######## design 1 ########
### Power grid, design 1

Pins as bars on the die edge. Tap cells in grey.
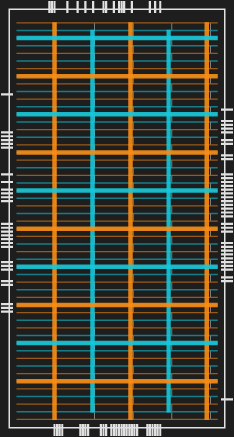

$ cat src/rtl/adder16_result_corrector.sv
// rtl/adder16_result_corrector.sv - recomputes an exact 16-bit sum slice by slice and flags approximate-adder errors
module adder16_result_corrector #(
  parameter int SLICE_W = 4
) (
  input  logic        clk_i,
  input  logic        rst_ni,
  input  logic        valid_i,
  output logic        ready_o,
  input  logic [15:0] add1_i,
  input  logic [15:0] add2_i,
  input  logic [16:0] approx_i,
  output logic        valid_o,
  input  logic        ready_i,
  output logic [16:0] result_o,
  output logic        err_o,
  output logic [16:0] err_mask_o,
  input  logic        clr_cnt_i,
  output logic [15:0] err_cnt_o
);

  localparam int N_STEPS = 16 / SLICE_W;

  localparam logic [1:0] IDLE = 2'd0;
  localparam logic [1:0] CALC = 2'd1;
  localparam logic [1:0] DONE = 2'd2;

  logic [1:0]         state_q;
  logic [3:0]         step_q;
  logic               carry_q;
  logic [15:0]        a1_q;
  logic [15:0]        a2_q;
  logic [16:0]        approx_q;
  logic [16:0]        result_q;
  logic               err_q;
  logic [16:0]        mask_q;
  logic [15:0]        err_cnt_q;

  logic [3:0]         off;
  logic [SLICE_W-1:0] sl1;
  logic [SLICE_W-1:0] sl2;
  logic [SLICE_W:0]   sum;
  logic [15:0]        res_nxt;
  logic [16:0]        final_res;
  logic [16:0]        final_mask;
  logic               finish;
  logic               new_err;

  always_comb begin
    off        = 4'(32'(step_q) * SLICE_W);
    sl1        = a1_q[off +: SLICE_W];
    sl2        = a2_q[off +: SLICE_W];
    sum        = {1'b0, sl1} + {1'b0, sl2} + {{SLICE_W{1'b0}}, carry_q};
    res_nxt    = result_q[15:0];
    res_nxt[off +: SLICE_W] = sum[SLICE_W-1:0];
    final_res  = {sum[SLICE_W], res_nxt};
    final_mask = approx_q ^ final_res;
    new_err    = |final_mask;
    finish     = (state_q == CALC) && (step_q == 4'(N_STEPS - 1));
  end

  assign ready_o    = (state_q == IDLE);
  assign valid_o    = (state_q == DONE);
  assign result_o   = result_q;
  assign err_o      = err_q;
  assign err_mask_o = mask_q;
  assign err_cnt_o  = err_cnt_q;

  always_ff @(posedge clk_i or negedge rst_ni) begin
    if (!rst_ni) begin
      state_q  <= IDLE;
      step_q   <= '0;
      carry_q  <= 1'b0;
      a1_q     <= '0;
      a2_q     <= '0;
      approx_q <= '0;
      result_q <= '0;
      err_q    <= 1'b0;
      mask_q   <= '0;
    end else begin
      case (state_q)
        IDLE: begin
          if (valid_i) begin
            a1_q     <= add1_i;
            a2_q     <= add2_i;
            approx_q <= approx_i;
            carry_q  <= 1'b0;
            step_q   <= '0;
            state_q  <= CALC;
          end
        end
        CALC: begin
          carry_q <= sum[SLICE_W];
          step_q  <= step_q + 4'd1;
          if (finish) begin
            result_q <= final_res;
            mask_q   <= final_mask;
            err_q    <= new_err;
            state_q  <= DONE;
          end else begin
            result_q[15:0] <= res_nxt;
          end
        end
        DONE: begin
          // Release to IDLE only; a new triple is taken on a later edge.
          if (ready_i) state_q <= IDLE;
        end
        default: state_q <= IDLE;
      endcase
    end
  end

  always_ff @(posedge clk_i or negedge rst_ni) begin
    if (!rst_ni) begin
      err_cnt_q <= '0;
    end else if (clr_cnt_i) begin
      err_cnt_q <= '0;
    end else if (finish && new_err && (err_cnt_q != 16'hFFFF)) begin
      err_cnt_q <= err_cnt_q + 16'd1;
    end
  end

endmodule

$ cat config.mk
export PLATFORM = sky130hd
export DESIGN_NAME = adder16_result_corrector
export DESIGN_NICKNAME = d
export VERILOG_FILES = /design/src/rtl/adder16_result_corrector.sv
export SDC_FILE = /design/constraint.sdc
export NUM_CORES = 1
export LEC_CHECK = 0
export ABC_AREA = 1
export CORE_ASPECT_RATIO = 2
export CORE_MARGIN = 2
export CORE_UTILIZATION = 52
export DETAILED_ROUTE_END_ITERATION = 10
export GPL_TIMING_DRIVEN = 0
export PLACE_DENSITY = 0.88
export SYNTH_ARGS = -nofsm -noshare
export SYNTH_HDL_FRONTEND = slang
export SYNTH_SLANG_ARGS = --single-unit
$ cat constraint.sdc
create_clock -name clk_i -period 4.43 [get_ports clk_i]
set_input_delay 0.443 -clock clk_i [delete_from_list [all_inputs] [get_ports clk_i]]
set_output_delay 0.443 -clock clk_i [all_outputs]
set_load 0.05 [all_outputs]
######## design 2 ########
<file path="src/rtl/mips_pipe_pkg.sv">
// mips_pipe_pkg: shared widths, control-bundle layout and payload offsets for MIPS32 pipeline stages
package mips_pipe_pkg;
    localparam int CTRL_W_DEF = 9;
    localparam int DATA_W_DEF = 160;
    localparam int CTRL_REGWRITE = 8;
    localparam int CTRL_MEMTOREG = 7;
    localparam int CTRL_BRANCH   = 6;
    localparam int CTRL_MEMREAD  = 5;
    localparam int CTRL_MEMWRITE = 4;
    localparam int CTRL_REGDST   = 3;
    localparam int CTRL_ALUOP_HI = 2;
    localparam int CTRL_ALUOP_LO = 1;
    localparam int CTRL_ALUSRC   = 0;
    localparam logic [CTRL_W_DEF-1:0] CTRL_BUBBLE = '0;
    localparam int PL_PC4   = 128;
    localparam int PL_RD1   = 96;
    localparam int PL_RD2   = 64;
    localparam int PL_IMM   = 32;
    localparam int PL_INSTR = 0;
    typedef enum logic [1:0] {SB_EMPTY, SB_FULL, SB_SKID} sb_state_t;
endpackage

</file>
<file path="src/rtl/skid_buffer.sv">
// skid_buffer: one-entry skid buffer with registered upstream ready and flush
// Ports: Clk, Reset (sync, active-high); Valid_Up/Ready_Up/Data_Up upstream side;
//        Valid_Dn/Ready_Dn/Data_Dn downstream side; Flush empties the buffer.
module skid_buffer
    import mips_pipe_pkg::*;
#(
    parameter int W = 8
) (
    input  logic         Clk,
    input  logic         Reset,
    input  logic         Flush,
    input  logic         Valid_Up,
    output logic         Ready_Up,
    input  logic [W-1:0] Data_Up,
    output logic         Valid_Dn,
    input  logic         Ready_Dn,
    output logic [W-1:0] Data_Dn
);
    sb_state_t st, nxt;
    logic [W-1:0] m, s;
    logic rdy, in_x, out_x, ld_m_up, ld_m_s, ld_s;
    assign in_x     = Valid_Up & rdy;
    assign out_x    = (st != SB_EMPTY) & Ready_Dn;
    assign Ready_Up = rdy;
    assign Valid_Dn = st != SB_EMPTY;
    assign Data_Dn  = m;
    always_comb begin
        nxt     = st;
        ld_m_up = 1'b0;
        ld_m_s  = 1'b0;
        ld_s    = 1'b0;
        if (Flush) nxt = SB_EMPTY;
        else case (st)
            SB_EMPTY: begin
                nxt     = in_x ? SB_FULL : SB_EMPTY;
                ld_m_up = in_x;
            end
            SB_FULL: begin
                nxt     = out_x ? (in_x ? SB_FULL : SB_EMPTY) : (in_x ? SB_SKID : SB_FULL);
                ld_m_up = out_x & in_x;
                ld_s    = ~out_x & in_x;
            end
            SB_SKID: begin
                nxt    = out_x ? SB_FULL : SB_SKID;
                ld_m_s = out_x;
            end
            default: nxt = SB_EMPTY;
        endcase
    end
    // Ready is registered from the next state so no combinational path reaches upstream.
    always_ff @(posedge Clk) begin
        if (Reset) begin
            st  <= SB_EMPTY;
            rdy <= 1'b0;
            m   <= '0;
            s   <= '0;
        end else begin
            st  <= nxt;
            rdy <= nxt != SB_SKID;
            if (ld_m_up) m <= Data_Up;
            else if (ld_m_s) m <= s;
            if (ld_s) s <= Data_Up;
        end
    end
endmodule

</file>
<file path="src/rtl/id_ex_skid_stage.sv">
// id_ex_skid_stage: ID/EX pipeline register with valid/ready, skid buffer, flush bubble and stall counter
// Ports: Clk, Reset (sync, active-high); Valid_ID/Ready_ID/Ctrl_ID/Data_ID from decode;
//        Valid_EX/Ready_EX/Ctrl_EX/Data_EX to execute; Flush kills held and incoming beats;
//        Count_Clear zeroes Stall_Count, the saturating count of back-pressured cycles.
module id_ex_skid_stage
    import mips_pipe_pkg::*;
#(
    parameter int CTRL_W = CTRL_W_DEF,
    parameter int DATA_W = DATA_W_DEF,
    parameter int CNT_W  = 16
) (
    input  logic              Clk,
    input  logic              Reset,
    input  logic              Valid_ID,
    output logic              Ready_ID,
    input  logic [CTRL_W-1:0] Ctrl_ID,
    input  logic [DATA_W-1:0] Data_ID,
    input  logic              Flush,
    output logic              Valid_EX,
    input  logic              Ready_EX,
    output logic [CTRL_W-1:0] Ctrl_EX,
    output logic [DATA_W-1:0] Data_EX,
    input  logic              Count_Clear,
    output logic [CNT_W-1:0]  Stall_Count
);
    logic [CTRL_W+DATA_W-1:0] m_out;
    skid_buffer #(.W(CTRL_W + DATA_W)) u_skid (
        .Clk      (Clk),
        .Reset    (Reset),
        .Flush    (Flush),
        .Valid_Up (Valid_ID),
        .Ready_Up (Ready_ID),
        .Data_Up  ({Ctrl_ID, Data_ID}),
        .Valid_Dn (Valid_EX),
        .Ready_Dn (Ready_EX),
        .Data_Dn  (m_out)
    );
    // An invalid slot must decode as a NOP downstream, so control is masked; data is left as-is.
    assign Ctrl_EX = Valid_EX ? m_out[DATA_W +: CTRL_W] : CTRL_W'(CTRL_BUBBLE);
    assign Data_EX = m_out[DATA_W-1:0];
    always_ff @(posedge Clk) begin
        if (Reset || Count_Clear) Stall_Count <= '0;
        else if (Valid_EX && !Ready_EX && !(&Stall_Count)) Stall_Count <= Stall_Count + CNT_W'(1);
    end
endmodule

</file>
<file path="config.mk">
export PLATFORM = sky130hd
export DESIGN_NAME = id_ex_skid_stage
export DESIGN_NICKNAME = d
export VERILOG_FILES = /design/src/rtl/mips_pipe_pkg.sv /design/src/rtl/skid_buffer.sv /design/src/rtl/id_ex_skid_stage.sv
export SDC_FILE = /design/constraint.sdc
export NUM_CORES = 1
export LEC_CHECK = 0
export CAP_MARGIN = 20
export CORE_MARGIN = 5
export CORE_UTILIZATION = 40
export DETAILED_ROUTE_END_ITERATION = 10
export GPL_TIMING_DRIVEN = 0
export PLACE_DENSITY = 0.7
export SYNTH_ARGS = -nofsm -noshare
export SYNTH_HDL_FRONTEND = slang
export SYNTH_SLANG_ARGS = --single-unit
</file>
<file path="constraint.sdc">
create_clock -name Clk -period 2.6 [get_ports Clk]
set_input_delay 0.39 -clock Clk [delete_from_list [all_inputs] [get_ports Clk]]
set_output_delay 0.39 -clock Clk [all_outputs]
set_load 0.005 [all_outputs]
</file>

## Gallery

Track usage over the die.
(a)
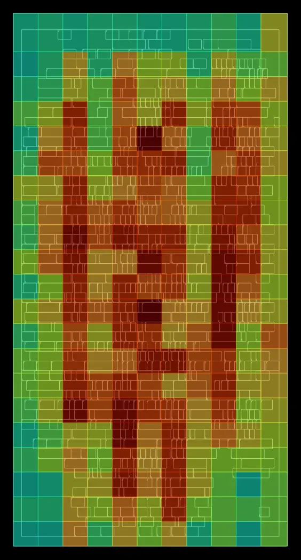
(b)
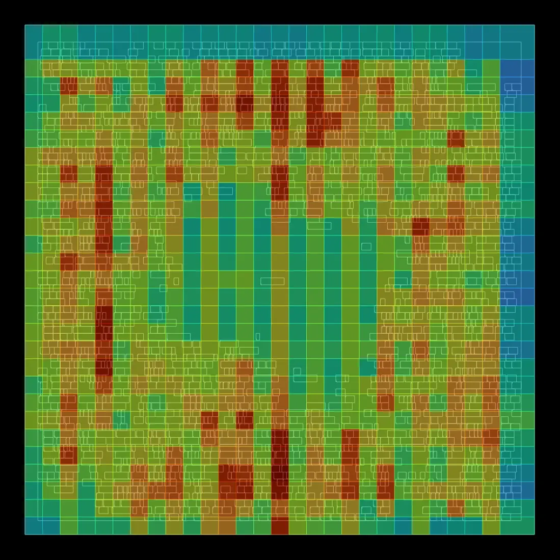
(b) -> design 2
(a) -> design 1

### Cell classes on the final placement, design 1

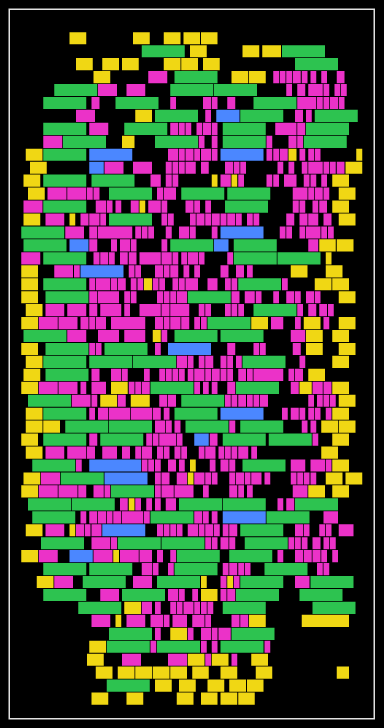
| class | colour | cells |
|---|---|---|
| sequential cells | green | 107 |
| combinational and other logic | magenta | 502 |
| clock drivers and dummy loads | blue | 16 |
| remaining buffers and delay cells | yellow | 127 |

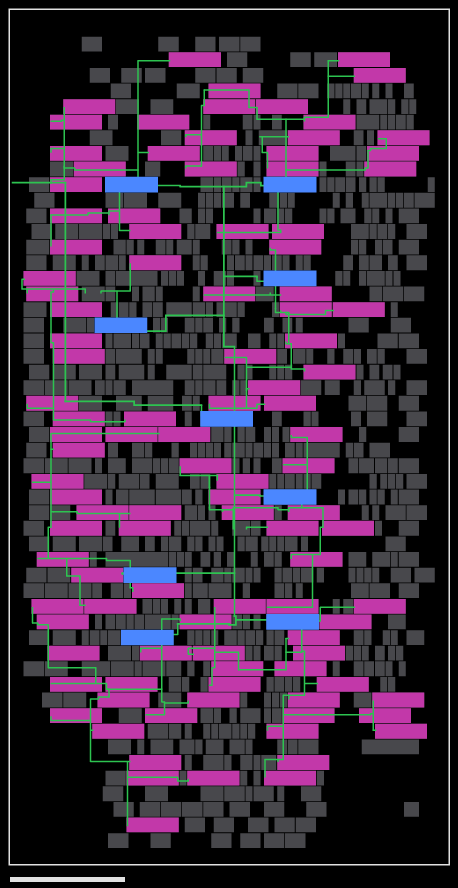
*Clock distribution, design 1*
Bar = 20 um.
[clock drivers] blue | count: 9
[flip-flops] magenta | count: 107
[clock wires] green | length: 1,110 um
flops lie: widely spread
routed clock nets: 10

Notes on 'Power grid' of design 1 above:
| net | colour |
|---|---|
| VSS | orange |
| VDD | cyan |
met4 straps: 5
tap cells: 135
signal pins: 107
met1 rails: 53
met5 straps: 10

==> out/results.tsv, design 1 <==
stage	metric	value	unit
logic_synthesis	Simple-Gate Fraction of Synth Area	0.252	
cells_and_area	logic area	0.00252	sq mm
timing	fin crit period	4130	ps
grt	overflow left after global routing	0	
die	placement row count	52	
routing	Wirelength per Cell	17.5	um
power_and_ir_drop	Max rail drop VDD	0.513	mV
setup_path	family of cells with the greatest summed delay on the critical path	simple AND/OR/NAND/NOR gates	
setup_path	list of cells traversed by the critical path	buf_6 > inv_2 > clkbuf_2 > clkbuf_4 > nor2_1 > o22ai_1 > fa_1 > inv_1 > fa_1 > nor2_4 > nand3_2 > nand2_1 > nand2_1 > nand2_1 > nand2_1 > nor2_1 > nand3_1 > nor2_1 > nand3_1 > nand3_4 > nand2_4 > buf_6 > nand2_1 > nand2_1	
place	pre-CTS setup slack	-185	ps
die	Chip Footprint	0.0114	sq mm
outcome	result of the run	finished clean	
timing	final max-slew violation count	0	
timing	number of hold violations in the final report	0	
run	number of warnings in the stage logs	31	
power_and_ir_drop	power dissipated in combinational cells	3.34	mW
routing	Routed met3 length	729	um
logic_synthesis	most popular library cell in the synthesized design by count	sky130_fd_sc_hd__nand2_1	
logic_synthesis	area fraction in xor and xnor cells	0.0209	
routing	number of remaining DRC errors	0	
logic_synthesis	Avg Synthesized Cell Area	8.62	sq um
setup_path	most used cell along the critical path	sky130_fd_sc_hd__nand2_1	
cells_and_area	commonest cells after routing, fill and taps aside	sky130_fd_sc_hd__nand2_1 (163), sky130_fd_sc_hd__dfrtp_1 (107), sky130_fd_sc_hd__clkdlybuf4s50_1 (104)	
setup_path	master of the slowest instance on the critical path	sky130_fd_sc_hd__fa_1	
-- design 1: path summary, 6_finish.rpt --
| kind | endpoint | slack [ps] | cells after the start |
|---|---|---|---|
| worst max register to register | err_cnt_o[8] | 300 | 24 |
| worst min register to register | err_mask_o[9] | 500 | 2 |
| worst max-delay path | err_cnt_o[8] | 300 | 24 |
| worst min-delay path | err_cnt_o[11] | 50 | 1 |
| max in group asynchronous | a1_q[11] | 3670 | 2 |
| min in group clk_i | err_mask_o[9] | 500 | 2 |
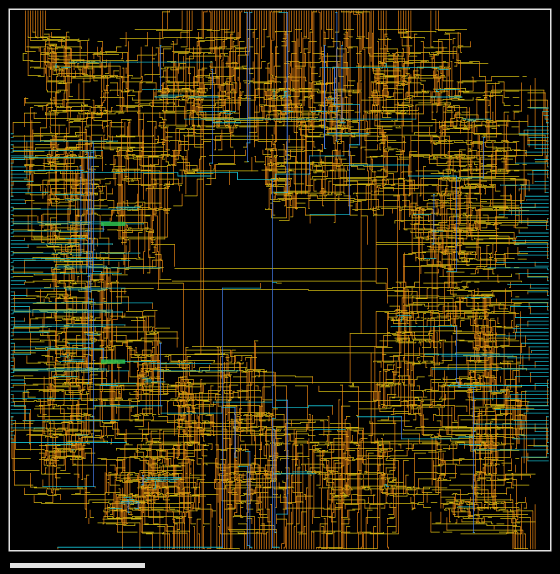
*Metal layers overlaid, design 2*
Bar = 50 um.
| layer | colour | wire length |
|---|---|---|
| metal 1 | yellow | 17,500 um |
| metal 4 | blue | 1,270 um |
| metal 5 | green | 14.7 um |
| metal 2 | orange | 19,500 um |
| metal 3 | cyan | 3,410 um |

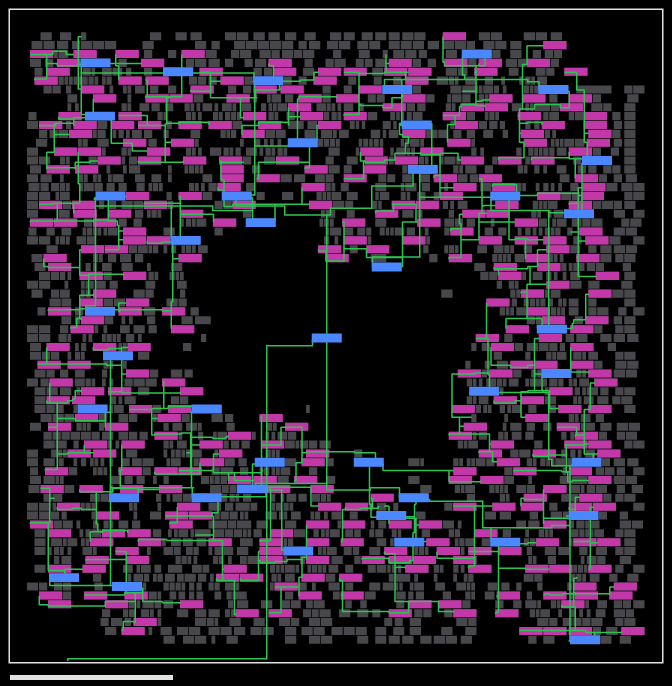
*Clock distribution, design 2*
Bar = 50 um.
[flip-flops] magenta | count: 357
[clock wires] green | length: 4,450 um
[clock drivers] blue | count: 41
routed clock nets: 42

==> out/results.tsv, design 2 <==
stage	metric	value	unit
timing	setup repair after global routing missed its margin	no	
die	Chip Footprint	0.0399	sq mm
routing	WL met2	19500	um
power_and_ir_drop	clock network power share	0.451	
grt	global routing's busiest layer	met2	
timing	final worst path period share	0.911	
routing	count of nets left with antenna violations after detail routing	0	
power_and_ir_drop	Final Total Pwr	12.1	mW
die	core footprint	0.0356	sq mm
grt	met3 Track Usage GR	0.0522	
setup_path	startpoint class of the critical path	register	
grt	global router's overall resource usage	0.199	
power_and_ir_drop	clock network power consumption	5.44	mW
setup_path	stage delay of the slowest cell on the critical path	300	ps
cells_and_area	area taken by flip-flops and latches	0.00715	sq mm
worst_hold_path	critical hold path startpoint	Flush	
timing	post-route worst setup slack	231	ps
cells_and_area	fill cell instance count of the final layout	3176	
cells_and_area	inverters	5	
logic_synthesis	Cell variety after synth	38	
place	Post-DP HPWL	30500	um
logic_synthesis	Avg Synthesized Cell Area	9.06	sq um
clock_tree	CTS tree	yes	
routing	number of remaining DRC errors	0	
die	y dimension of the die	200	um
setup_path	launch point of the worst path	u_skid.st[0]	
routing	Routed met1 length	17500	um
logic_synthesis	yosys cell count	1590	
setup_path	crit path capture type	register	
timing	number of hold violations in the final report	0	
cells_and_area	number of antenna cells inserted	2	
setup_path	logic depth of the worst path, buffers included	14	
worst_hold_path	number of cells on the worst hold path	2	
cells_and_area	final core utilization	0.561	
timing	Setup Total Neg Slack	0	ps
grt	overflow left after global routing	0	
outcome	result of the run	finished clean	
power_and_ir_drop	switching share of power	0.220	
==> design 2: flip-flops by register name, indices dropped and copies added, names as in the netlist <==
name / flops
Stall_Count: 16
u_skid.s: 169
u_skid.st: 2
u_skid.Ready_Up: 1
u_skid.Data_Dn: 169
==> design 2: cells by family after synthesis <==
| group | synth area share |
|---|---|
| AOI/OAI and AO/OA | 0.259 |
| and+or+nand+nor | 0.117 |
| DFF | 0.496 |
| buffers and inverters | 0.119 |
| xor gates and xnor gates | 0.00608 |
| adders and majority gates | 0.00260 |

######## design 3 ########
===== src/rtl/product_accumulator_pkg.sv =====
// Shared types and default sizing for the product accumulator.
// The counter width is derived from the group size.
package product_accumulator_pkg;

  typedef enum logic {
    ACC = 1'b0,
    OUT = 1'b1
  } state_e;

  localparam int DEF_DWIDTH    = 8;
  localparam int DEF_NUM_TERMS = 5;
  localparam int DEF_AWIDTH    = 10;

  // The counter holds 0..n-1, so ceil(log2(n)) bits are enough. It never drops below 1 bit.
  function automatic int cnt_width(input int n);
    return (n <= 2) ? 1 : $clog2(n);
  endfunction

endpackage


===== src/rtl/product_accumulator_sat_adder.sv =====
// Unsigned adder: AWIDTH accumulator plus zero-extended DWIDTH operand.
// The result clamps to all-ones, and ovf_o flags when the clamp happens.
module sat_adder #(
  parameter int AWIDTH = 10,
  parameter int DWIDTH = 8
) (
  input  logic [AWIDTH-1:0] a_i,
  input  logic [DWIDTH-1:0] b_i,
  output logic [AWIDTH-1:0] sum_o,
  output logic              ovf_o
);

  logic [AWIDTH:0] full;

  always_comb begin
    full  = {1'b0, a_i} + (AWIDTH+1)'(b_i);
    ovf_o = full[AWIDTH];
    sum_o = ovf_o ? '1 : full[AWIDTH-1:0];
  end

endmodule


===== src/rtl/product_accumulator.sv =====
// Sums NUM_TERMS unsigned products into one saturating AWIDTH-bit result.
// Both the input side and the output side use valid/ready handshakes.
module product_accumulator
  import product_accumulator_pkg::*;
#(
  parameter int DWIDTH    = DEF_DWIDTH,
  parameter int NUM_TERMS = DEF_NUM_TERMS,
  parameter int AWIDTH    = DEF_AWIDTH
) (
  input  logic              clk,
  input  logic              rst_n,
  input  logic              prod_valid,
  output logic              prod_ready,
  input  logic [DWIDTH-1:0] prod_data,
  output logic              sum_valid,
  input  logic              sum_ready,
  output logic [AWIDTH-1:0] sum_data,
  output logic              sum_sat
);

  localparam int          CW   = cnt_width(NUM_TERMS);
  localparam logic [CW-1:0] LAST = CW'(NUM_TERMS - 1);

  state_e            state_q, state_d;
  logic [AWIDTH-1:0] acc_q, acc_d;
  logic [CW-1:0]     cnt_q, cnt_d;
  logic              sat_q, sat_d;
  logic [AWIDTH-1:0] sum_q, sum_d;
  logic              sum_sat_q, sum_sat_d;

  logic [AWIDTH-1:0] add_sum;
  logic              add_ovf;

  sat_adder #(
    .AWIDTH(AWIDTH),
    .DWIDTH(DWIDTH)
  ) u_sat_adder (
    .a_i  (acc_q),
    .b_i  (prod_data),
    .sum_o(add_sum),
    .ovf_o(add_ovf)
  );

  always_comb begin
    state_d   = state_q;
    acc_d     = acc_q;
    cnt_d     = cnt_q;
    sat_d     = sat_q;
    sum_d     = sum_q;
    sum_sat_d = sum_sat_q;
    case (state_q)
      ACC: begin
        if (prod_valid) begin
          if (cnt_q == LAST) begin
            // The final term goes straight to the output register.
            // The group state is cleared at the same time for the next group.
            sum_d     = add_sum;
            sum_sat_d = sat_q | add_ovf;
            acc_d     = '0;
            cnt_d     = '0;
            sat_d     = 1'b0;
            state_d   = OUT;
          end else begin
            acc_d = add_sum;
            sat_d = sat_q | add_ovf;
            cnt_d = cnt_q + CW'(1);
          end
        end
      end
      OUT: begin
        if (sum_ready) state_d = ACC;
      end
      default: state_d = ACC;
    endcase
  end

  always_ff @(posedge clk or negedge rst_n) begin
    if (!rst_n) begin
      state_q   <= ACC;
      acc_q     <= '0;
      cnt_q     <= '0;
      sat_q     <= 1'b0;
      sum_q     <= '0;
      sum_sat_q <= 1'b0;
    end else begin
      state_q   <= state_d;
      acc_q     <= acc_d;
      cnt_q     <= cnt_d;
      sat_q     <= sat_d;
      sum_q     <= sum_d;
      sum_sat_q <= sum_sat_d;
    end
  end

  assign prod_ready = (state_q == ACC);
  assign sum_valid  = (state_q == OUT);
  assign sum_data   = sum_q;
  assign sum_sat    = sum_sat_q;

endmodule


===== config.mk =====
export PLATFORM = sky130hd
export DESIGN_NAME = product_accumulator
export DESIGN_NICKNAME = d
export VERILOG_FILES = /design/src/rtl/product_accumulator_pkg.sv /design/src/rtl/product_accumulator_sat_adder.sv /design/src/rtl/product_accumulator.sv
export SDC_FILE = /design/constraint.sdc
export NUM_CORES = 1
export LEC_CHECK = 0
export ABC_AREA = 1
export CAP_MARGIN = 20
export CORE_UTILIZATION = 55
export DETAILED_ROUTE_END_ITERATION = 12
export PLACE_DENSITY_LB_ADDON = 0.25
export SLEW_MARGIN = 20
export SYNTH_ARGS = -nofsm -noshare
export SYNTH_HDL_FRONTEND = slang
export SYNTH_HIERARCHICAL = 1
export SYNTH_SLANG_ARGS = --single-unit

===== constraint.sdc =====
create_clock -name clk -period 5.42 [get_ports clk]
set_input_delay 1.084 -clock clk [delete_from_list [all_inputs] [get_ports clk]]
set_output_delay 1.084 -clock clk [all_outputs]
set_load 0.01 [all_outputs]

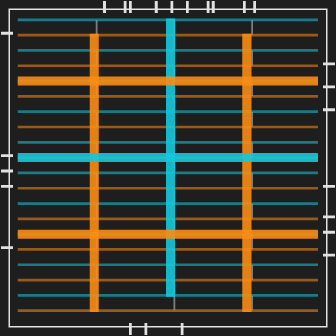
*Power grid, design 3*
Pins as bars on the die edge. Tap cells in grey.
| net | colour |
|---|---|
| VSS | orange |
| VDD | cyan |
rows: 19
signal pins: 25
met4 straps: 3

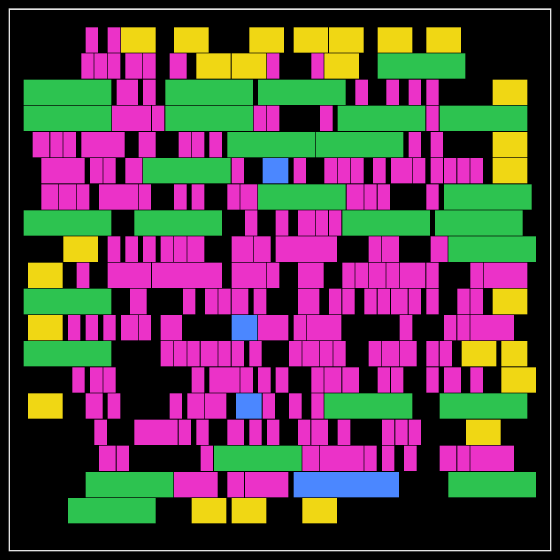
*Cell classes on the final placement, design 3*
| class | colour | cells |
|---|---|---|
| remaining buffers and delay cells | yellow | 25 |
| clock drivers and dummy loads | blue | 4 |
| sequential cells | green | 26 |
| combinational and other logic | magenta | 188 |

-- power groups by stage --
| stage | Combinational (mW) | Sequential (mW) | Clock, mW |
|---|---|---|---|
| floorplan | 0.379 | 0.349 | 0 |
| global placement | 0.544 | 0.340 | 0 |
| detailed placement | 0.557 | 0.340 | 0 |
| CTS | 0.560 | 0.337 | 0.140 |
| global route | 0.639 | 0.349 | 0.146 |
| finish | 0.561 | 0.336 | 0.137 |
-- layer usage --
layer  share of wire  vias up
li1                -      732
met1            0.47      609
met2            0.47       32
met3           0.044        4
met4           0.012        0
met5               0        -
==> out/results.tsv <==
stage	metric	value	unit
clock_tree	Num Clock Sinks	26	
setup_path	cell count of the worst reg-to-reg path	12	
outcome	result of the run	finished clean	
place	placed cells	270	
logic_synthesis	number of storage elements in the synthesis netlist	26	
setup_path	launch point of the worst path	prod_data[0]	
run	number of warnings in the stage logs	27	
cells_and_area	largest cell class by area	multi-input combinational cells	
cells_and_area	area growth from synthesis to final layout	18.8	%
routing	count of nets left with antenna violations after detail routing	0	
power_and_ir_drop	Internal	592	uW
cells_and_area	fill cell instance count of the final layout	242	
setup_path	logic depth of the worst path, buffers included	13	
cells_and_area	post-layout instance count excluding filler cells	274	
timing	post-route worst setup slack	2520	ps
setup_path	CP Data Required Time	5680	ps
clock_tree	TritonCTS Buffers	3	
place	# port buffers	24	
worst_hold_path	number of cells on the worst hold path	2	
grt	antenna violations before repair	0	
clock_tree	Latency at later pin	330	ps
place	Post-DP HPWL	2330	um
grt	met3 Track Usage GR	0.0256	

No activity file was given, so power comes from the tool's default toggle rates.
